######## block 1 ########
Figure 1. Signal wires by layer (block 1).
Drawn at 4 px/um. Only two layers are drawn.
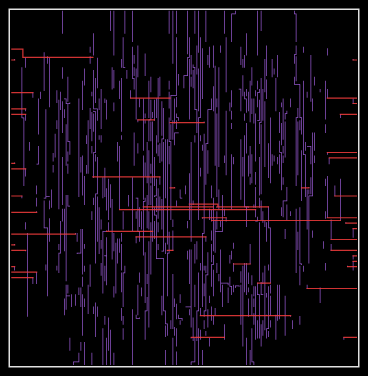

**config.mk**
```make
export PLATFORM = sky130hd
export DESIGN_NAME = alu_shift_seq_flat
export DESIGN_NICKNAME = d
export VERILOG_FILES = /design/src/rtl/alu_shift_if.sv /design/src/rtl/alu_shift_seq.sv /design/src/flat_wrapper.sv
export SDC_FILE = /design/constraint.sdc
export NUM_CORES = 1
export LEC_CHECK = 0
export CORE_AREA = 2 2 85 87
export DETAILED_ROUTE_END_ITERATION = 10
export DIE_AREA = 0 0 87 89
export PLACE_DENSITY_LB_ADDON = 0.05
export SYNTH_ARGS = -nofsm -noshare
export SYNTH_HDL_FRONTEND = slang
export SYNTH_SLANG_ARGS = --single-unit
```
**constraint.sdc**
```tcl
create_clock -name clk -period 2.8 [get_ports clk]
set_input_delay 0.56 -clock clk [delete_from_list [all_inputs] [get_ports clk]]
set_output_delay 0.56 -clock clk [all_outputs]
set_load 0.01 [all_outputs]
```
**src/rtl/alu_shift_if.sv**
```systemverilog
// Request/response bundle for the iterative shift/rotate unit.
// Handshake: start is a request taken only while the unit is idle; busy covers the whole operation; done pulses one cycle with r/flags/flags_we valid.
interface alu_shift_if #(
   parameter int WIDTH = 16,
   parameter int CNT_W = 8
);
   logic             start;
   logic [4:0]       op;
   logic             size;
   logic [WIDTH-1:0] a;
   logic [CNT_W-1:0] count;
   logic             cin;
   logic             busy;
   logic             done;
   logic [WIDTH-1:0] r;
   logic [5:0]       flags;
   logic [5:0]       flags_we;

   modport master (
      output start, op, size, a, count, cin,
      input  busy, done, r, flags, flags_we
   );

   modport slave (
      input  start, op, size, a, count, cin,
      output busy, done, r, flags, flags_we
   );
endinterface

```
**src/rtl/alu_shift_seq.sv**
```systemverilog
// Iterative shift/rotate unit: one bit position per cycle, start/busy/done handshake.
// Optional macro ALU_SHIFT_COUNT_MASK_EN limits the latched count to its low 5 bits.
module alu_shift_seq #(
   parameter int WIDTH = 16,
   parameter int CNT_W = 8
) (
   input  logic        clk,
   input  logic        reset,
   alu_shift_if.slave  bus,
   output logic [1:0]  dbg_state_o
);

   typedef enum logic [1:0] {
      ST_IDLE  = 2'd0,
      ST_SHIFT = 2'd1,
      ST_DONE  = 2'd2
   } state_t;

   state_t           state_q, state_d;
   logic [2:0]       op_q, op_d;
   logic             size_q, size_d;
   logic [WIDTH-1:0] x_q, x_d;
   logic             cy_q, cy_d;
   logic [CNT_W-1:0] cnt_q, cnt_d;
   logic             a_msb_q, a_msb_d;
   logic [WIDTH-1:0] r_q, r_d;
   logic [5:0]       flags_q, flags_d;
   logic [5:0]       flags_we_q, flags_we_d;

   logic [CNT_W-1:0] count_eff;
   logic             op_valid;

`ifdef ALU_SHIFT_COUNT_MASK_EN
   logic unused_cnt_hi;
   assign count_eff     = {{(CNT_W-5){1'b0}}, bus.count[4:0]};
   assign unused_cnt_hi = ^bus.count[CNT_W-1:5];
`else
   assign count_eff = bus.count;
`endif

   // Valid codes are 8..15; only the low three bits are kept once accepted.
   assign op_valid = (bus.op[4:3] == 2'b01);

   // Single step over the active width; byte mode leaves bits above 7 untouched.
   logic             msb_bit, left_in, right_in, step_cy;
   logic [WIDTH-1:0] full_x, step_x;
   logic [7:0]       byte_x;

   always_comb begin
      msb_bit = size_q ? x_q[WIDTH-1] : x_q[7];
      case (op_q[2:1])
         2'b00:   left_in = msb_bit;
         2'b01:   left_in = cy_q;
         default: left_in = 1'b0;
      endcase
      case (op_q[2:1])
         2'b00:   right_in = x_q[0];
         2'b01:   right_in = cy_q;
         2'b10:   right_in = 1'b0;
         default: right_in = msb_bit;
      endcase
      if (!op_q[0]) begin
         step_cy = msb_bit;
         full_x  = {x_q[WIDTH-2:0], left_in};
         byte_x  = {x_q[6:0], left_in};
      end else begin
         step_cy = x_q[0];
         full_x  = {right_in, x_q[WIDTH-1:1]};
         byte_x  = {right_in, x_q[7:1]};
      end
      step_x = size_q ? full_x : {x_q[WIDTH-1:8], byte_x};
   end

   // Flags derived from the step that finishes the operation.
   logic       r_msb, r_msb1, v_flag, z_flag;
   logic [5:0] new_flags, new_we;

   always_comb begin
      r_msb  = size_q ? step_x[WIDTH-1] : step_x[7];
      r_msb1 = size_q ? step_x[WIDTH-2] : step_x[6];
      z_flag = size_q ? (step_x == '0) : (step_x[7:0] == 8'h00);
      case (op_q)
         3'd1, 3'd3: v_flag = r_msb ^ r_msb1;
         3'd5:       v_flag = a_msb_q;
         3'd7:       v_flag = 1'b0;
         default:    v_flag = r_msb ^ step_cy;
      endcase
      new_flags = {z_flag, r_msb, ~^step_x[7:0], v_flag, step_cy, 1'b0};
      new_we    = op_q[2] ? 6'b111110 : 6'b000110;
   end

   always_comb begin
      state_d    = state_q;
      op_d       = op_q;
      size_d     = size_q;
      x_d        = x_q;
      cy_d       = cy_q;
      cnt_d      = cnt_q;
      a_msb_d    = a_msb_q;
      r_d        = r_q;
      flags_d    = flags_q;
      flags_we_d = flags_we_q;
      case (state_q)
         ST_IDLE: begin
            if (bus.start) begin
               op_d    = bus.op[2:0];
               size_d  = bus.size;
               x_d     = bus.a;
               cy_d    = bus.cin;
               cnt_d   = count_eff;
               a_msb_d = bus.size ? bus.a[WIDTH-1] : bus.a[7];
               if (!op_valid || count_eff == '0) begin
                  state_d    = ST_DONE;
                  r_d        = bus.a;
                  flags_we_d = 6'b000000;
               end else begin
                  state_d = ST_SHIFT;
               end
            end
         end
         ST_SHIFT: begin
            x_d   = step_x;
            cy_d  = step_cy;
            cnt_d = cnt_q - CNT_W'(1);
            if (cnt_q == CNT_W'(1)) begin
               state_d    = ST_DONE;
               r_d        = step_x;
               flags_d    = (flags_q & ~new_we) | (new_flags & new_we);
               flags_we_d = new_we;
            end
         end
         ST_DONE: state_d = ST_IDLE;
         default: state_d = ST_IDLE;
      endcase
   end

   always_ff @(posedge clk) begin
      if (reset) begin
         state_q    <= ST_IDLE;
         op_q       <= 3'd0;
         size_q     <= 1'b0;
         x_q        <= '0;
         cy_q       <= 1'b0;
         cnt_q      <= '0;
         a_msb_q    <= 1'b0;
         r_q        <= '0;
         flags_q    <= 6'b000000;
         flags_we_q <= 6'b000000;
      end else begin
         state_q    <= state_d;
         op_q       <= op_d;
         size_q     <= size_d;
         x_q        <= x_d;
         cy_q       <= cy_d;
         cnt_q      <= cnt_d;
         a_msb_q    <= a_msb_d;
         r_q        <= r_d;
         flags_q    <= flags_d;
         flags_we_q <= flags_we_d;
      end
   end

   assign bus.busy     = (state_q != ST_IDLE);
   assign bus.done     = (state_q == ST_DONE);
   assign bus.r        = r_q;
   assign bus.flags    = flags_q;
   assign bus.flags_we = flags_we_q;
   assign dbg_state_o  = state_q;

endmodule

```
**src/flat_wrapper.sv**
```systemverilog
// flat-port wrapper written by rule: the top's interface ports become plain ports
module alu_shift_seq_flat 
#(
   parameter int WIDTH = 16,
   parameter int CNT_W = 8
)
  (clk, reset, dbg_state_o, bus_start, bus_op, bus_size, bus_a, bus_count, bus_cin, bus_busy, bus_done, bus_r, bus_flags, bus_flags_we);
  alu_shift_if #(.WIDTH(WIDTH), .CNT_W(CNT_W)) bus_i ();
  input  logic clk;
  input  logic reset;
  output logic [1:0] dbg_state_o;
  input wire logic [$bits(bus_i.start)-1:0] bus_start;
  input wire logic [$bits(bus_i.op)-1:0] bus_op;
  input wire logic [$bits(bus_i.size)-1:0] bus_size;
  input wire logic [$bits(bus_i.a)-1:0] bus_a;
  input wire logic [$bits(bus_i.count)-1:0] bus_count;
  input wire logic [$bits(bus_i.cin)-1:0] bus_cin;
  output wire logic [$bits(bus_i.busy)-1:0] bus_busy;
  output wire logic [$bits(bus_i.done)-1:0] bus_done;
  output wire logic [$bits(bus_i.r)-1:0] bus_r;
  output wire logic [$bits(bus_i.flags)-1:0] bus_flags;
  output wire logic [$bits(bus_i.flags_we)-1:0] bus_flags_we;
  assign bus_i.start = bus_start;
  assign bus_i.op = bus_op;
  assign bus_i.size = bus_size;
  assign bus_i.a = bus_a;
  assign bus_i.count = bus_count;
  assign bus_i.cin = bus_cin;
  assign bus_busy = bus_i.busy;
  assign bus_done = bus_i.done;
  assign bus_r = bus_i.r;
  assign bus_flags = bus_i.flags;
  assign bus_flags_we = bus_i.flags_we;
  alu_shift_seq #(.WIDTH(WIDTH), .CNT_W(CNT_W)) u_core (.clk(clk), .reset(reset), .bus(bus_i), .dbg_state_o(dbg_state_o));
endmodule
```
######## block 2 ########
**config.mk**
```make
export PLATFORM = sky130hd
export DESIGN_NAME = pbr_read_arbiter
export DESIGN_NICKNAME = d
export VERILOG_FILES = /design/src/rtl/pbr_read_arbiter.sv
export SDC_FILE = /design/constraint.sdc
export NUM_CORES = 1
export LEC_CHECK = 0
export CAP_MARGIN = 5
export CORE_MARGIN = 2
export CORE_UTILIZATION = 38
export CTS_CLUSTER_DIAMETER = 120
export DETAILED_ROUTE_END_ITERATION = 8
export PLACE_DENSITY = 0.79
export SLEW_MARGIN = 10
export SYNTH_ARGS = -nofsm -noshare
export SYNTH_HDL_FRONTEND = slang
export SYNTH_SLANG_ARGS = --single-unit
```
**constraint.sdc**
```tcl
create_clock -name clk -period 4 [get_ports clk]
set_input_delay 0.6 -clock clk [delete_from_list [all_inputs] [get_ports clk]]
set_output_delay 0.6 -clock clk [all_outputs]
set_load 0.05 [all_outputs]
```
**src/rtl/pbr_read_arbiter.sv**
```systemverilog
// Round-robin arbiter sharing the packet-buffer read port among per-port deallocators.
// An in-order tag FIFO steers each read return back to the port that issued it.
module pbr_read_arbiter #(
  parameter int unsigned NUM_PORTS = 4,
  parameter int unsigned PBR_SZ    = 16,
  parameter int unsigned PFW_SZ    = 32,
  parameter int unsigned MAX_OUT   = 4
) (
  input  logic                          clk,
  input  logic                          reset,
  input  logic [NUM_PORTS-1:0]          dq_srdy,
  output logic [NUM_PORTS-1:0]          dq_drdy,
  input  logic [NUM_PORTS*PBR_SZ-1:0]   dq_data,
  output logic                          pbrd_srdy,
  input  logic                          pbrd_drdy,
  output logic [PBR_SZ-1:0]             pbrd_data,
  input  logic                          pbrr_srdy,
  output logic                          pbrr_drdy,
  input  logic [PFW_SZ-1:0]             pbrr_data,
  output logic [NUM_PORTS-1:0]          dr_srdy,
  input  logic [NUM_PORTS-1:0]          dr_drdy,
  output logic [PFW_SZ-1:0]             dr_data,
  output logic [$clog2(MAX_OUT):0]      outstanding,
  output logic                          orphan_err
);

  localparam int unsigned SEL_W = $clog2(NUM_PORTS);
  localparam int unsigned PTR_W = $clog2(MAX_OUT);
  localparam int unsigned CNT_W = PTR_W + 1;

  logic [SEL_W-1:0]  r_rr;
  logic [SEL_W-1:0]  r_tag [MAX_OUT];
  logic [PTR_W-1:0]  r_wptr;
  logic [PTR_W-1:0]  r_rptr;
  logic [CNT_W-1:0]  r_cnt;
  logic              r_srdy;
  logic [PBR_SZ-1:0] r_data;
  logic              r_orphan;

  logic              w_hit;
  logic [SEL_W-1:0]  w_sel;
  logic [SEL_W-1:0]  w_idx;
  logic [SEL_W-1:0]  w_head;
  logic              w_empty;
  logic              w_pop;
  logic              w_free;
  logic              w_room;
  logic              w_grant;

  // First requester at or after the RR pointer; descending scan lets the nearest win.
  always_comb begin
    w_hit = 1'b0;
    w_sel = r_rr;
    w_idx = '0;
    for (int k = NUM_PORTS - 1; k >= 0; k--) begin
      w_idx = r_rr + SEL_W'(k);
      if (dq_srdy[w_idx]) begin
        w_hit = 1'b1;
        w_sel = w_idx;
      end
    end
  end

  assign w_empty   = (r_cnt == '0);
  assign w_head    = r_tag[r_rptr];
  assign pbrr_drdy = !w_empty && dr_drdy[w_head];
  assign w_pop     = pbrr_srdy && pbrr_drdy;
  assign dr_srdy   = (pbrr_srdy && !w_empty) ? (NUM_PORTS'(1) << w_head) : '0;
  assign dr_data   = pbrr_data;

  // A pop in the same cycle frees a tag slot, so a full FIFO can still take a grant.
  assign w_free  = !r_srdy || pbrd_drdy;
  assign w_room  = (r_cnt != CNT_W'(MAX_OUT)) || w_pop;
  assign w_grant = reset && w_free && w_room && w_hit;
  assign dq_drdy = w_grant ? (NUM_PORTS'(1) << w_sel) : '0;

  always_ff @(posedge clk or negedge reset) begin
    if (!reset) begin
      r_rr     <= '0;
      r_wptr   <= '0;
      r_rptr   <= '0;
      r_cnt    <= '0;
      r_srdy   <= 1'b0;
      r_data   <= '0;
      r_orphan <= 1'b0;
      for (int i = 0; i < MAX_OUT; i++) r_tag[i] <= '0;
    end else begin
      if (w_grant) begin
        r_srdy        <= 1'b1;
        r_data        <= dq_data[32'(w_sel) * PBR_SZ +: PBR_SZ];
        r_tag[r_wptr] <= w_sel;
        r_wptr        <= r_wptr + PTR_W'(1);
        r_rr          <= w_sel + SEL_W'(1);
      end else if (pbrd_drdy) begin
        r_srdy <= 1'b0;
      end
      if (w_pop) r_rptr <= r_rptr + PTR_W'(1);
      r_cnt <= r_cnt + CNT_W'(w_grant) - CNT_W'(w_pop);
      if (pbrr_srdy && w_empty) r_orphan <= 1'b1;
    end
  end

  assign pbrd_srdy   = r_srdy;
  assign pbrd_data   = r_data;
  assign outstanding = r_cnt;
  assign orphan_err  = r_orphan;

endmodule

```
######## block 3 ########
==> src/rtl/trivium_stream_decrypt.sv <==
// Byte-wide Trivium stream decryptor: 1152-round warm-up, then 8 keystream bits per ciphertext byte.
// Optional TRIVIUM_DEC_PREFETCH_EN keeps the next keystream byte ready for single-cycle turnaround.
module trivium_stream_decrypt (
    input  logic        clk,
    input  logic        rst,
    input  logic        start,
    input  logic [79:0] key,
    input  logic [79:0] iv,
    output logic        busy,
    output logic        init_done,
    input  logic        in_valid,
    output logic        in_ready,
    input  logic [7:0]  in_data,
    output logic        out_valid,
    input  logic        out_ready,
    output logic [7:0]  out_data
);
    typedef enum logic [2:0] {IDLE, INIT, GEN, READY, OUT} state_t;

    state_t       r_state;
    logic [287:0] r_s;
    logic [10:0]  r_rcnt;
    logic [2:0]   r_bcnt;
    logic [7:0]   r_ks;
    logic         r_busy;
    logic         r_init_done;
    logic         r_in_ready;
    logic         r_out_valid;
    logic [7:0]   r_out_data;
`ifndef TRIVIUM_DEC_PREFETCH_EN
    logic [7:0]   r_din;
`endif

    logic         w_t1, w_t2, w_t3, w_z;
    logic         w_n1, w_n2, w_n3;
    logic [287:0] w_s_next;
    logic [287:0] w_s_load;

    // r_s[k-1] holds state bit s_k
    always_comb begin
        w_t1     = r_s[65]  ^ r_s[92];
        w_t2     = r_s[161] ^ r_s[176];
        w_t3     = r_s[242] ^ r_s[287];
        w_z      = w_t1 ^ w_t2 ^ w_t3;
        w_n1     = w_t1 ^ (r_s[90]  & r_s[91])  ^ r_s[170];
        w_n2     = w_t2 ^ (r_s[174] & r_s[175]) ^ r_s[263];
        w_n3     = w_t3 ^ (r_s[285] & r_s[286]) ^ r_s[68];
        w_s_next = {r_s[286:177], w_n2, r_s[175:93], w_n1, r_s[91:0], w_n3};
        w_s_load = {3'b111, 112'd0, iv, 13'd0, key};
    end

    always_ff @(posedge clk or posedge rst) begin
        if (rst) begin
            r_state     <= IDLE;
            r_s         <= '0;
            r_rcnt      <= '0;
            r_bcnt      <= '0;
            r_ks        <= '0;
            r_busy      <= 1'b0;
            r_init_done <= 1'b0;
            r_in_ready  <= 1'b0;
            r_out_valid <= 1'b0;
            r_out_data  <= '0;
`ifndef TRIVIUM_DEC_PREFETCH_EN
            r_din       <= '0;
`endif
        end else if (start) begin
            r_state     <= INIT;
            r_s         <= w_s_load;
            r_rcnt      <= '0;
            r_bcnt      <= '0;
            r_busy      <= 1'b1;
            r_init_done <= 1'b0;
            r_in_ready  <= 1'b0;
            r_out_valid <= 1'b0;
        end else begin
            case (r_state)
                INIT: begin
                    r_s    <= w_s_next;
                    r_rcnt <= r_rcnt + 11'd1;
                    if (r_rcnt == 11'd1151) begin
`ifdef TRIVIUM_DEC_PREFETCH_EN
                        r_state <= GEN;
                        r_bcnt  <= '0;
`else
                        r_state     <= READY;
                        r_busy      <= 1'b0;
                        r_init_done <= 1'b1;
                        r_in_ready  <= 1'b1;
`endif
                    end
                end
                READY: begin
`ifdef TRIVIUM_DEC_PREFETCH_EN
                    // A byte emitted from the buffer may still be waiting on the consumer here
                    if (r_out_valid && out_ready) begin
                        r_out_valid <= 1'b0;
                        r_in_ready  <= 1'b1;
                    end
                    if (r_in_ready && in_valid) begin
                        r_out_data  <= in_data ^ r_ks;
                        r_out_valid <= 1'b1;
                        r_in_ready  <= 1'b0;
                        r_busy      <= 1'b1;
                        r_bcnt      <= '0;
                        r_state     <= GEN;
                    end
`else
                    if (r_in_ready && in_valid) begin
                        r_din      <= in_data;
                        r_in_ready <= 1'b0;
                        r_busy     <= 1'b1;
                        r_bcnt     <= '0;
                        r_state    <= GEN;
                    end
`endif
                end
                GEN: begin
                    r_s    <= w_s_next;
                    r_ks   <= {w_z, r_ks[7:1]};
                    r_bcnt <= r_bcnt + 3'd1;
`ifdef TRIVIUM_DEC_PREFETCH_EN
                    if (r_out_valid && out_ready) begin
                        r_out_valid <= 1'b0;
                    end
                    if (r_bcnt == 3'd7) begin
                        r_state     <= READY;
                        r_busy      <= 1'b0;
                        r_init_done <= 1'b1;
                        r_in_ready  <= !r_out_valid || out_ready;
                    end
`else
                    if (r_bcnt == 3'd7) begin
                        r_state     <= OUT;
                        r_busy      <= 1'b0;
                        r_out_valid <= 1'b1;
                        r_out_data  <= r_din ^ {w_z, r_ks[7:1]};
                    end
`endif
                end
                OUT: begin
                    if (out_ready) begin
                        r_out_valid <= 1'b0;
                        r_in_ready  <= 1'b1;
                        r_state     <= READY;
                    end
                end
                default: r_state <= IDLE;
            endcase
        end
    end

    assign busy      = r_busy;
    assign init_done = r_init_done;
    assign in_ready  = r_in_ready;
    assign out_valid = r_out_valid;
    assign out_data  = r_out_data;

endmodule

==> config.mk <==
export PLATFORM = sky130hd
export DESIGN_NAME = trivium_stream_decrypt
export DESIGN_NICKNAME = d
export VERILOG_FILES = /design/src/rtl/trivium_stream_decrypt.sv
export SDC_FILE = /design/constraint.sdc
export NUM_CORES = 1
export LEC_CHECK = 0
export CORE_MARGIN = 3
export CORE_UTILIZATION = 50
export CTS_CLUSTER_DIAMETER = 30
export DETAILED_ROUTE_END_ITERATION = 12
export PLACE_DENSITY = 0.76
export SLEW_MARGIN = 20
export SYNTH_ARGS = -nofsm -noshare
export SYNTH_HDL_FRONTEND = slang
export SYNTH_SLANG_ARGS = --single-unit
export TNS_END_PERCENT = 10
==> constraint.sdc <==
create_clock -name clk -period 11 [get_ports clk]
set_input_delay 1.65 -clock clk [delete_from_list [all_inputs] [get_ports clk]]
set_output_delay 1.65 -clock clk [all_outputs]
set_load 0.02 [all_outputs]
######## block 4 ########
`src/rtl/ultrasonic_pkg.sv`:
```
// Shared types and constants for the HC-SR04 ranger: FSM state encoding,
// result/width sizing and the quotient-to-distance saturation helper.
package ultrasonic_pkg;

  localparam int DIST_W    = 9;
  localparam int WIDTH_W   = 21;
  localparam int DIVISOR_W = 12;
  localparam logic [DIST_W-1:0] DIST_SAT = 9'h1FF;

  typedef enum logic [2:0] {
    IDLE,
    TRIG,
    WAIT_RISE,
    MEASURE,
    DIVIDE,
    TO,
    HOLDOFF
  } state_t;

  function automatic logic [DIST_W-1:0] saturate_dist(input logic [WIDTH_W-1:0] q);
    return (q > WIDTH_W'(DIST_SAT)) ? DIST_SAT : q[DIST_W-1:0];
  endfunction

endpackage

```
`src/rtl/ultrasonic_ranger_serial_divider.sv`:
```
// Restoring divider, one quotient bit per cycle; done pulses exactly
// WIDTH_W cycles after start, with the quotient held until the next start.
module serial_divider
  import ultrasonic_pkg::*;
(
  input  logic                 clk,
  input  logic                 reset,
  input  logic                 start,
  input  logic [WIDTH_W-1:0]   dividend,
  input  logic [DIVISOR_W-1:0] divisor,
  output logic                 busy,
  output logic                 done,
  output logic [WIDTH_W-1:0]   quotient
);

  localparam logic [4:0] ITERATIONS = 5'(WIDTH_W);

  logic [DIVISOR_W-1:0] rem_reg;
  logic [DIVISOR_W-1:0] divisor_reg;
  logic [4:0]           count_reg;
  logic [DIVISOR_W:0]   shifted;
  logic [DIVISOR_W:0]   trial;

  // The dividend is shifted out of the quotient register MSB-first while
  // quotient bits shift in at the bottom; a negative trial means "restore".
  always_comb begin
    shifted = {rem_reg, quotient[WIDTH_W-1]};
    trial   = shifted - {1'b0, divisor_reg};
  end

  always_ff @(posedge clk or posedge reset) begin
    if (reset) begin
      rem_reg     <= '0;
      divisor_reg <= '0;
      count_reg   <= '0;
      quotient    <= '0;
      busy        <= 1'b0;
      done        <= 1'b0;
    end else begin
      done <= 1'b0;
      if (start) begin
        rem_reg     <= '0;
        divisor_reg <= divisor;
        quotient    <= dividend;
        count_reg   <= ITERATIONS;
        busy        <= 1'b1;
      end else if (busy) begin
        if (!trial[DIVISOR_W]) begin
          rem_reg  <= trial[DIVISOR_W-1:0];
          quotient <= {quotient[WIDTH_W-2:0], 1'b1};
        end else begin
          rem_reg  <= shifted[DIVISOR_W-1:0];
          quotient <= {quotient[WIDTH_W-2:0], 1'b0};
        end
        count_reg <= count_reg - 1'b1;
        if (count_reg == 5'd1) begin
          busy <= 1'b0;
          done <= 1'b1;
        end
      end
    end
  end

endmodule

```
`src/rtl/ultrasonic_ranger.sv`:
```
// HC-SR04 measurement sequencer: trigger, echo timing, width-to-cm division.
// Define RANGE_AVG_EN to report a running mean of the last 4 good samples.
module ultrasonic_ranger
  import ultrasonic_pkg::*;
#(
  parameter int CLK_HZ     = 50_000_000,
  parameter int TRIG_US    = 10,
  parameter int PERIOD_MS  = 60,
  parameter int TIMEOUT_US = 30000,
  parameter int US_PER_CM  = 58
) (
  input  logic              clk,
  input  logic              reset,
  input  logic              enable,
  input  logic              echo,
  output logic              trig,
  output logic              busy,
  output logic [DIST_W-1:0] distance_cm,
  output logic              timeout,
  output logic              valid
);

  localparam int TRIG_T = CLK_HZ / 1_000_000 * TRIG_US;
  localparam int PER_T  = CLK_HZ / 1_000 * PERIOD_MS;
  localparam int TO_T   = CLK_HZ / 1_000_000 * TIMEOUT_US;
  localparam int DIV    = CLK_HZ / 1_000_000 * US_PER_CM;
  localparam int PER_W  = $clog2(PER_T + 1);

  if (TO_T >= (1 << WIDTH_W) || DIV >= (1 << DIVISOR_W)) begin : g_param_check
    $error("ultrasonic_ranger: TO_T or DIV does not fit its counter");
  end

  state_t             state_reg;
  logic [WIDTH_W-1:0] cnt_reg;
  logic [PER_W-1:0]   per_cnt_reg;
  logic               div_start_reg;
  logic               echo_meta_reg;
  logic               echo_sync_reg;
  logic               echo_prev_reg;
  logic               echo_rise;
  logic               echo_fall;
  logic               div_busy;
  logic               div_done;
  logic [WIDTH_W-1:0] div_quotient;
  logic               sample_done;
  logic [DIST_W-1:0]  raw_dist;
  logic [DIST_W-1:0]  result_dist;

  always_ff @(posedge clk or posedge reset) begin
    if (reset) begin
      echo_meta_reg <= 1'b0;
      echo_sync_reg <= 1'b0;
      echo_prev_reg <= 1'b0;
    end else begin
      echo_meta_reg <= echo;
      echo_sync_reg <= echo_meta_reg;
      echo_prev_reg <= echo_sync_reg;
    end
  end

  assign echo_rise = echo_sync_reg & ~echo_prev_reg;
  assign echo_fall = ~echo_sync_reg & echo_prev_reg;

  serial_divider u_divider (
    .clk      (clk),
    .reset    (reset),
    .start    (div_start_reg),
    .dividend (cnt_reg),
    .divisor  (DIVISOR_W'(DIV)),
    .busy     (div_busy),
    .done     (div_done),
    .quotient (div_quotient)
  );

  assign sample_done = (state_reg == DIVIDE) && div_done && !div_busy;
  assign raw_dist    = saturate_dist(div_quotient);

`ifdef RANGE_AVG_EN
  logic [DIST_W-1:0] hist_reg [4];
  logic              hist_full_reg;
  logic [DIST_W+1:0] hist_sum;

  // Until the first sample lands, the buffer is treated as four copies of it.
  always_comb begin
    if (hist_full_reg)
      hist_sum = (DIST_W+2)'(raw_dist) + (DIST_W+2)'(hist_reg[0]) +
                 (DIST_W+2)'(hist_reg[1]) + (DIST_W+2)'(hist_reg[2]);
    else
      hist_sum = {raw_dist, 2'b00};
  end
  assign result_dist = hist_sum[DIST_W+1:2];

  always_ff @(posedge clk or posedge reset) begin
    if (reset) begin
      hist_reg[0]   <= '0;
      hist_full_reg <= 1'b0;
    end else if (sample_done) begin
      hist_reg[0]   <= raw_dist;
      hist_full_reg <= 1'b1;
    end
  end

  for (genvar gi = 1; gi < 4; gi++) begin : g_hist
    always_ff @(posedge clk or posedge reset) begin
      if (reset)
        hist_reg[gi] <= '0;
      else if (sample_done)
        hist_reg[gi] <= hist_full_reg ? hist_reg[gi-1] : raw_dist;
    end
  end
`else
  assign result_dist = raw_dist;
`endif

  // per_cnt_reg runs from every TRIG entry and saturates, so HOLDOFF only has
  // to wait for it to reach the period.
  always_ff @(posedge clk or posedge reset) begin
    if (reset) begin
      state_reg     <= IDLE;
      cnt_reg       <= '0;
      per_cnt_reg   <= '0;
      div_start_reg <= 1'b0;
      trig          <= 1'b0;
      busy          <= 1'b0;
      distance_cm   <= '0;
      timeout       <= 1'b0;
      valid         <= 1'b0;
    end else begin
      valid         <= 1'b0;
      div_start_reg <= 1'b0;
      if (per_cnt_reg < PER_W'(PER_T))
        per_cnt_reg <= per_cnt_reg + 1'b1;
      case (state_reg)
        IDLE: begin
          if (enable) begin
            state_reg   <= TRIG;
            trig        <= 1'b1;
            busy        <= 1'b1;
            cnt_reg     <= '0;
            per_cnt_reg <= '0;
          end
        end
        TRIG: begin
          if (cnt_reg == WIDTH_W'(TRIG_T - 1)) begin
            state_reg <= WAIT_RISE;
            trig      <= 1'b0;
            cnt_reg   <= '0;
          end else begin
            cnt_reg <= cnt_reg + 1'b1;
          end
        end
        WAIT_RISE: begin
          if (echo_rise) begin
            state_reg <= MEASURE;
            cnt_reg   <= '0;
          end else if (cnt_reg == WIDTH_W'(TO_T - 1)) begin
            state_reg <= TO;
          end else begin
            cnt_reg <= cnt_reg + 1'b1;
          end
        end
        MEASURE: begin
          // The fall cycle is counted too, so the width equals the echo high time.
          cnt_reg <= cnt_reg + 1'b1;
          if (echo_fall) begin
            state_reg     <= DIVIDE;
            div_start_reg <= 1'b1;
          end else if (cnt_reg == WIDTH_W'(TO_T - 1)) begin
            state_reg <= TO;
          end
        end
        DIVIDE: begin
          if (sample_done) begin
            distance_cm <= result_dist;
            timeout     <= 1'b0;
            valid       <= 1'b1;
            state_reg   <= HOLDOFF;
          end
        end
        TO: begin
          distance_cm <= DIST_SAT;
          timeout     <= 1'b1;
          valid       <= 1'b1;
          state_reg   <= HOLDOFF;
        end
        HOLDOFF: begin
          if (per_cnt_reg >= PER_W'(PER_T - 1)) begin
            if (enable) begin
              state_reg   <= TRIG;
              trig        <= 1'b1;
              cnt_reg     <= '0;
              per_cnt_reg <= '0;
            end else begin
              state_reg <= IDLE;
              busy      <= 1'b0;
            end
          end
        end
        default: begin
          state_reg <= IDLE;
          trig      <= 1'b0;
          busy      <= 1'b0;
        end
      endcase
    end
  end

endmodule
```
`config.mk`:
```
export PLATFORM = sky130hd
export DESIGN_NAME = ultrasonic_ranger
export DESIGN_NICKNAME = d
export VERILOG_FILES = /design/src/rtl/ultrasonic_pkg.sv /design/src/rtl/ultrasonic_ranger_serial_divider.sv /design/src/rtl/ultrasonic_ranger.sv
export SDC_FILE = /design/constraint.sdc
export NUM_CORES = 1
export LEC_CHECK = 0
export ABC_AREA = 1
export CELL_PAD_IN_SITES_DETAIL_PLACEMENT = 1
export CELL_PAD_IN_SITES_GLOBAL_PLACEMENT = 2
export CORE_ASPECT_RATIO = 0.5
export CORE_MARGIN = 3
export CORE_UTILIZATION = 34
export DETAILED_ROUTE_END_ITERATION = 8
export PLACE_DENSITY_LB_ADDON = 0.1
export SETUP_SLACK_MARGIN = 0.3
export SLEW_MARGIN = 20
export SYNTH_ARGS = -nofsm -noshare
export SYNTH_HDL_FRONTEND = slang
export SYNTH_HIERARCHICAL = 1
export SYNTH_SLANG_ARGS = --single-unit
```
`constraint.sdc`:
```
create_clock -name clk -period 1.9 [get_ports clk]
set_input_delay 0.38 -clock clk [delete_from_list [all_inputs] [get_ports clk]]
set_output_delay 0.38 -clock clk [all_outputs]
set_load 0.05 [all_outputs]
```

==> layout pictures side by side <==
Signal wires by layer.
shot_01.png
Drawn at 2 px/um. Only two layers are drawn.
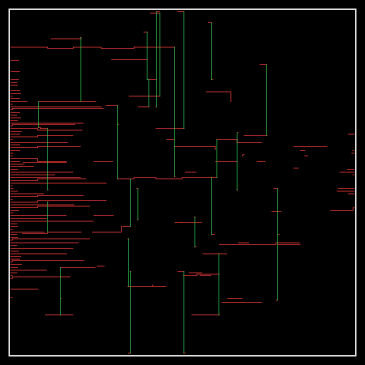
shot_02.png
Drawn at 4 px/um. Only two layers are drawn.
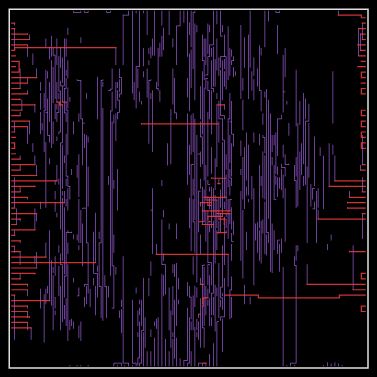
shot_03.png
Drawn at 2 px/um. Only two layers are drawn.
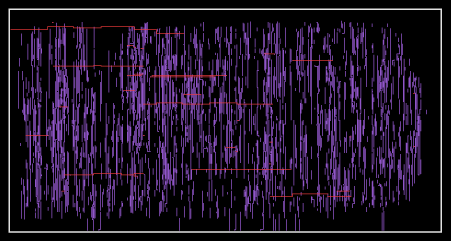
shot_02.png -> block 2
shot_03.png -> block 4
shot_01.png -> block 3
Of these, smallest die: shot_02.png
Of these, largest die: shot_01.png

Figure 2. Placement view (block 4).
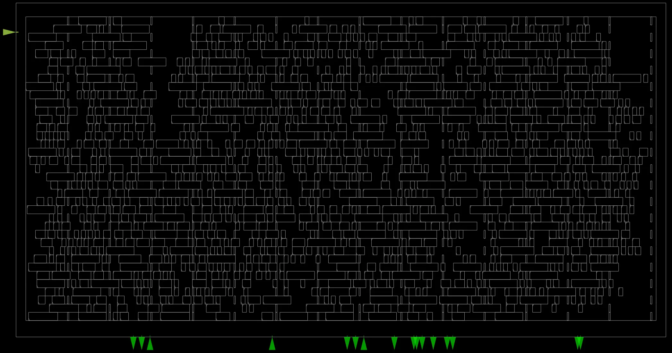
row cnt: 37
Flops: 115
final core utilization: 50.2%
Seq/total area: 27.4%
Core Region: 0.0210 mm2

==> flow_summary.toml, block 4 <==
# synthesis and place-and-route metrics
[synthesis]
area_leaders = "dfrtp_1 39%, nand2_1 14%, nor2_1 6.1%, inv_1 6.1%, nand3_1 5.6%"
ys_seq_share_pct = 38.6
synth_cells = 1010
aoi_share_pct = 7.48
mux_area_share_pct = 0
ys_chip_area_mm2 = 0.00745
top_area_cell = "dfrtp_1"
yosysCellCount = 1010

[detailed_routing]
wl_mm = 23.9

[floorplanning]
die_x_um = 215

[cells_and_area]
nNetsFinal = 1197
final_cells = 1476
lay_top_cells = "247 x nand2_1, 117 x buf_4, 112 x inv_1"

[global_route]
antenna_found_initial = 0
top_usage_layer = "met2"
gr-usage-met3_pct = 3.81

[sta]
setup_viol = 7
min_period_ns = 1.93
final_max_slew_viol_count = 0
post-route-worst-setup-slack_ns = -0.0251

[critical_path]
critPathBufInv = 3
worstPathArrival_ns = 2.25
path_class = "reg2reg"
cpPeakStageDelay_ns = 0.39
path_depth = 13
crit_slowest_cell = "dfrtp_1"

[status]
outcome = "complete, but fails checks"
violations = "setup timing"

[clock_network]
holdBufCountCts = 0
cts_tree = "built"

[placement]
pre_cts_ws_ns = -0.0759
dp_hpwl_mm = 17.2

[worst_hold_path]
hold_depth = 0

[flow_run]
max-cap-violations = 0
block 4: cell type report:
cell class	instances	area, um2
Sequential cell	115	2890
Timing Repair Buffer	161	1450
Multi-Input combinational cell	744	4690
Clock buffer	20	447
Tap cell	292	365
Fill cell	2555	10500
Clock inverter	10	183
Inverter	134	519
block 4: where the power goes:
part / internal, W / leakage (nW) / switching [W]
combinational: 0.00354 / 3.10 / 0.00519
clock: 0.00234 / 0.310 / 0.00124
sequential: 0.00308 / 1.50 / 0.000469
total: 0.00896 / 4.90 / 0.00690
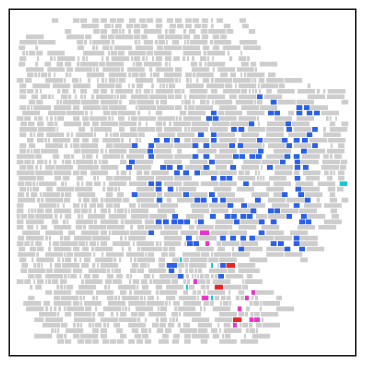
Figure 3: block 3, logic cells by family.
Drawn at 2 px/um.
Key: magenta = AND and OR gates [cells 10, most used and2_1]; red = adder and majority cells [cells 3, most used ha_1]; cyan = inverters [cells 5, most used inv_1]; blue = AND-OR and OR-AND gates [cells 133, most used a22o_1]
logic share of the area: 28.4%
final cell count without fillers: 1,780
Top cell excl fill/tap: dfrtp_1

==> flow_summary.toml, block 3 <==
# synthesis and place-and-route metrics
[detailed_routing]
wl_per_cell_um = 16.5
met2_length_mm = 13.8
wl_met3_mm = 1.92
wl_met1_mm = 12.9
wl_mm = 29.4

[sta]
setup_viol = 0
rsz0062_at_grt = "no"

[global_route]
antenna_found_initial = 3
grt_pass1_vias = 9809
grt_pass1_wl_mm = 49.2
use_met1_pct = 26.2
grt-ovfl-total = 0

[cells_and_area]
nNetsFinal = 1534
drive_above_1_share_pct = 9.81
dominant_cells = "sequential cells"
flop_area_mm2 = 0.00831
seq_share_pct = 45.7

[critical_path]
endpoint_kind = "flop"
path_common_cell = "buf_4"
crit_slowest_cell = "buf_4"
cpPeakStageDelay_ns = 0.95
path_class = "in2reg"

[floorplanning]
chipHeight_um = 173
fp_util_pct = 51.2
rows = 60
dieArea_mm2 = 0.0298

[power_and_ir_drop]
power.total_w = 0.00473
powerClk_w = 0.00198
netSwitchingFraction_pct = 30.8
internal_power_w = 0.00327

[placement]
io_buffers = 184

[clock_network]
post_cts_buffers = 0
cts.sink_count = 332
clkLatencyLatePin_ns = 0.55
root_buffer = "clkbuf_16"
cts_resized = 0

[status]
outcome = "finished clean"

[synthesis]
ff_type = "dfrtp_1"
area_leaders = "dfrtp_1 60%, mux2i_1 12%, a22o_1 8.1%, o21ai_0 5.9%, nand2_1 5.1%"
synthMostInstantiatedCell = "dfrtp_1"
edf_count = 0
yosysCellCount = 1186

[flow_run]
warnings = 40
## block 3: logic make-up (layout without fill, tap and decap cells)
kind of cell | count (synthesis) | in the layout | synth area share, %
compound gates | 320 | 320 | 15.4
xor+xnor | 26 | 26 | 1.96
fa+ha+maj | 3 | 3 | 0.271
buf+inv | 94 | 315 | 2.98
flops | 332 | 332 | 59.9
mux | 170 | 170 | 12.4
other cells | 0 | 1 | 0
simple gates | 241 | 241 | 7.16
## block 3: worst register-to-register path: cells and delay by family (launching register included)
family	cells	cell delay, ns
buf+inv	2	1.85
compound gates	2	0.89
flops	1	0.53
xor+xnor	1	0.32
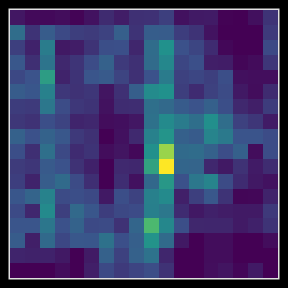
Figure 4: block 2, wire density map.
Drawn at 3 px/um. The die is cut into 18 by 18 equal tiles; dark purple is low, yellow is high, scaled to the fullest tile. Values are wire area over tile area, all layers added.
The emptiest ninth of the die: south-east. 2.5% of the tiles are over half the peak. The mean over all tiles is 0.15. The fullest tile reaches 0.77.
final WL: 7.49 mm
Avg WL per Cell: 16.4 um
total number of vias: 2,460
GRT Resource Usage Total: 19.0%

==> flow_summary.toml, block 2 <==
# synthesis and place-and-route metrics
[power_and_ir_drop]
internal_power_w = 0.00153
seqPwrFrac_pct = 22.2
powerSeq_w = 0.000704
power-top-group = "combinational logic"

[floorplanning]
fp_util_pct = 38.8
rows = 31

[sta]
min_period_ns = 3.55
setup_viol = 0

[critical_path]
cp-start-kind = "flop"
endpoint_kind = "output port"
reg2reg_to = "outstanding[2]"
critPathBufInv = 2

[cells_and_area]
comb_share_pct = 39.8
clk_share_pct = 2.14
num-nonclk-inverters = 10
final_cells = 456

[synthesis]
aoi_share_pct = 30.6
simple_gate_area_share_pct = 8.64
ys_chip_area_mm2 = 0.00277
ys_async_sr_fraction_pct = 100

[status]
outcome = "finished clean"

[placement]
place.gp.congestion = 0.869

[clock_network]
cts.sink_count = 35
cts_resized = 0

[global_route]
grt_pass1_vias = 2345
-- block 2: cells in the mapped netlist (all sizes together), types with 7 or more instances --
cell type	n
a211oi	32
buf	39
clkbuf	16
dfrtp	35
ha	10
inv	9
mux2	12
nand2	7
nand3	8
nor2	8
nor2b	9
o211ai	16
o21a	34
o31ai	20
-- block 2: worst reg2reg max path: stages (launching register included) --
cell and delay (ns):
dfrtp_1 0.48, mux4_2 0.61, mux2_4 0.34, a21oi_4 0.16, buf_4 0.28, nor3_2 0.10, ha_1 0.29, inv_1 0.07
ha_1 0.14, inv_1 0.05, fa_1 0.37, xnor2_1 0.18, xnor2_1 0.15
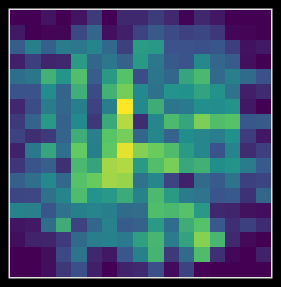
Figure 5: block 1, wire density map.
Drawn at 3 px/um. The die is cut into 17 by 18 equal tiles; dark purple is low, yellow is high, scaled to the fullest tile. Values are wire area over tile area, all layers added.
The densest ninth of the die: centre. The mean over all tiles is 0.15. The fullest tile reaches 0.44.
final WL: 7.41 mm
Avg WL per Cell: 14.9 um

About Figure 1:
Key: red = metal 3 [wire length 376 um]; purple = metal 2 [wire length 3,390 um]
GRT Resource Usage Total: 20.0%
total number of vias: 2,692

==> flow_summary.toml, block 1 <==
# synthesis and place-and-route metrics
[power_and_ir_drop]
p_comb_w = 0.000496
pwr_density_cell_mw_per_mm2 = 518
netSwitchingFraction_pct = 29.8
p_switching_w = 0.000586

[synthesis]
yosysCellCount = 361
ys_seq_share_pct = 36.9
area_leaders = "dfxtp_1 37%, mux2i_1 7.4%, a21oi_1 6.0%, nor2_1 5.9%, nand2_1 5.4%"
synth_cells = 361
top_cells_by_count = "55 x dfxtp_1, 47 x nor2_1, 43 x nand2_1"
synth_area_per_cell_um2 = 8.27
top_area_cell = "dfxtp_1"

[clock_network]
numCtsBuffers = 5
clkTransAtPathRegs_ns = 0.10
clkLatencyLatePin_ns = 0.31

[sta]
max_freq_ghz = 0.422
slew_headroom_pct = 57.5
min_period_ns = 2.37
holdWs_ns = 0.473
tns_ns = 0

[detailed_routing]
drc = 0
wl_met3_um = 376
ant_nets = 0
first_pass_iters = 5

[global_route]
grt_start_max_net_pins = 28
use_met1_pct = 28.1

[cells_and_area]
area_delta_synth_final_pct = 27.3
comb_area_mm2 = 0.00171
seq_share_pct = 29.0
final-nonclk-buf-share_pct = 19.6
flop-count = 55
n_all_buffers = 77
final_cells = 497
flop_area_mm2 = 0.00110

[critical_path]
cp-start-kind = "flop"
crit_slowest_cell = "dfxtp_1"

[status]
outcome = "finished clean"
[block 1: critical path, delay by kind of cell (launching register included)]
family                   cells  cell delay (ns)
AND-OR/OR-AND                3             0.63
flip-flops                   1             0.48
multiplexers                 1             0.41
XOR/XNOR                     2             0.36
adder cells (fa/ha/maj)      1             0.26
AND/OR/NAND/NOR              2             0.12
[block 1: kinds of logic after synthesis]
kind of cell	after synthesis	synth area share, %
compound gates	98	22.4
xor+xnor	5	1.47
fa+ha+maj	6	2.52
buf+inv	37	6.04
flops	55	36.9
mux	29	10.0
other cells	1	0.126
simple gates	130	20.5


==> screenshots <==
Logic cells by family.
panel A
Drawn at 4 px/um.
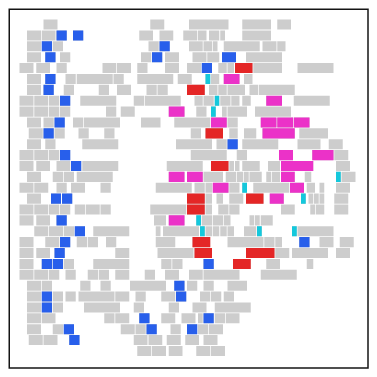
panel B
Drawn at 2 px/um.
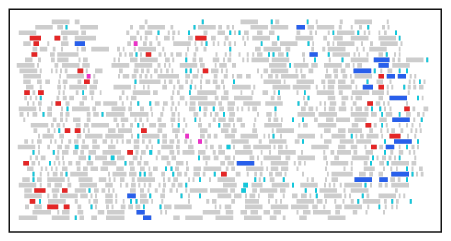
panel C
Drawn at 4 px/um.
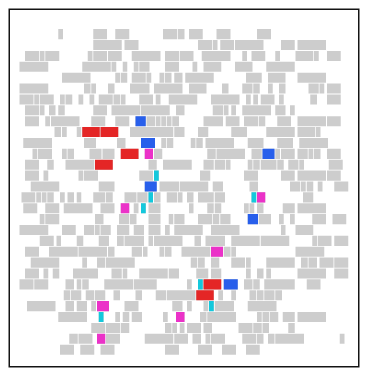
| picture | from |
|---|---|
| panel A | block 2 |
| panel C | block 1 |
| panel B | block 4 |
Of these, largest die: panel B
Of these, most cells: panel B


==> screenshots <==
Placement view.
image #1
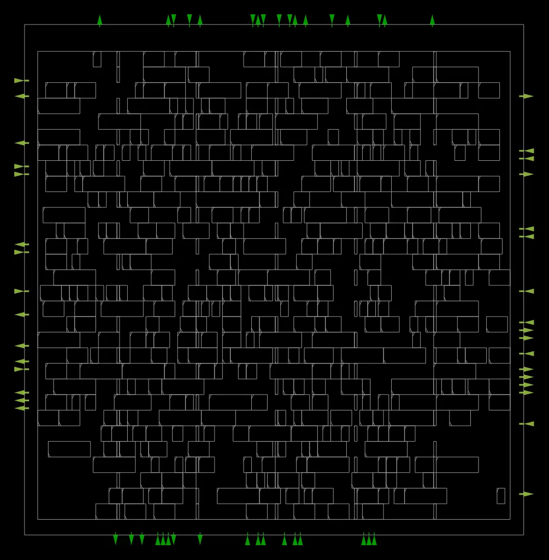
image #2
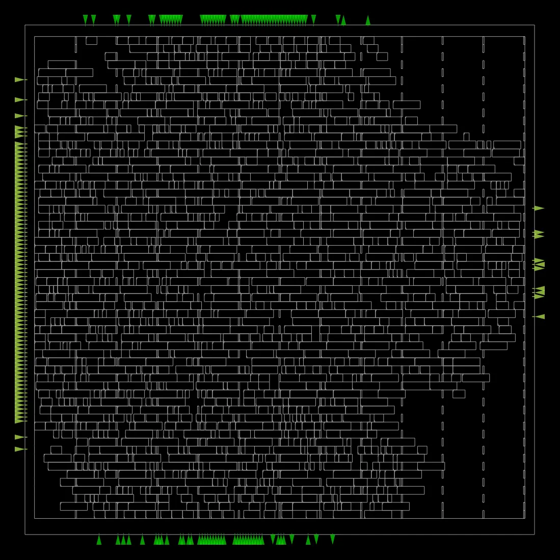
image #3
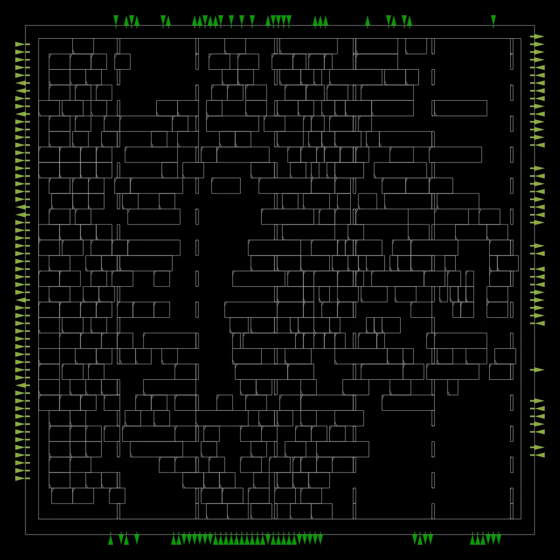
Image #1 comes from block 1.
Image #2 comes from block 3.
Image #3 comes from block 2.
Of these, most cells: image #2

No activity file was given, so power comes from the tool's default toggle rates.
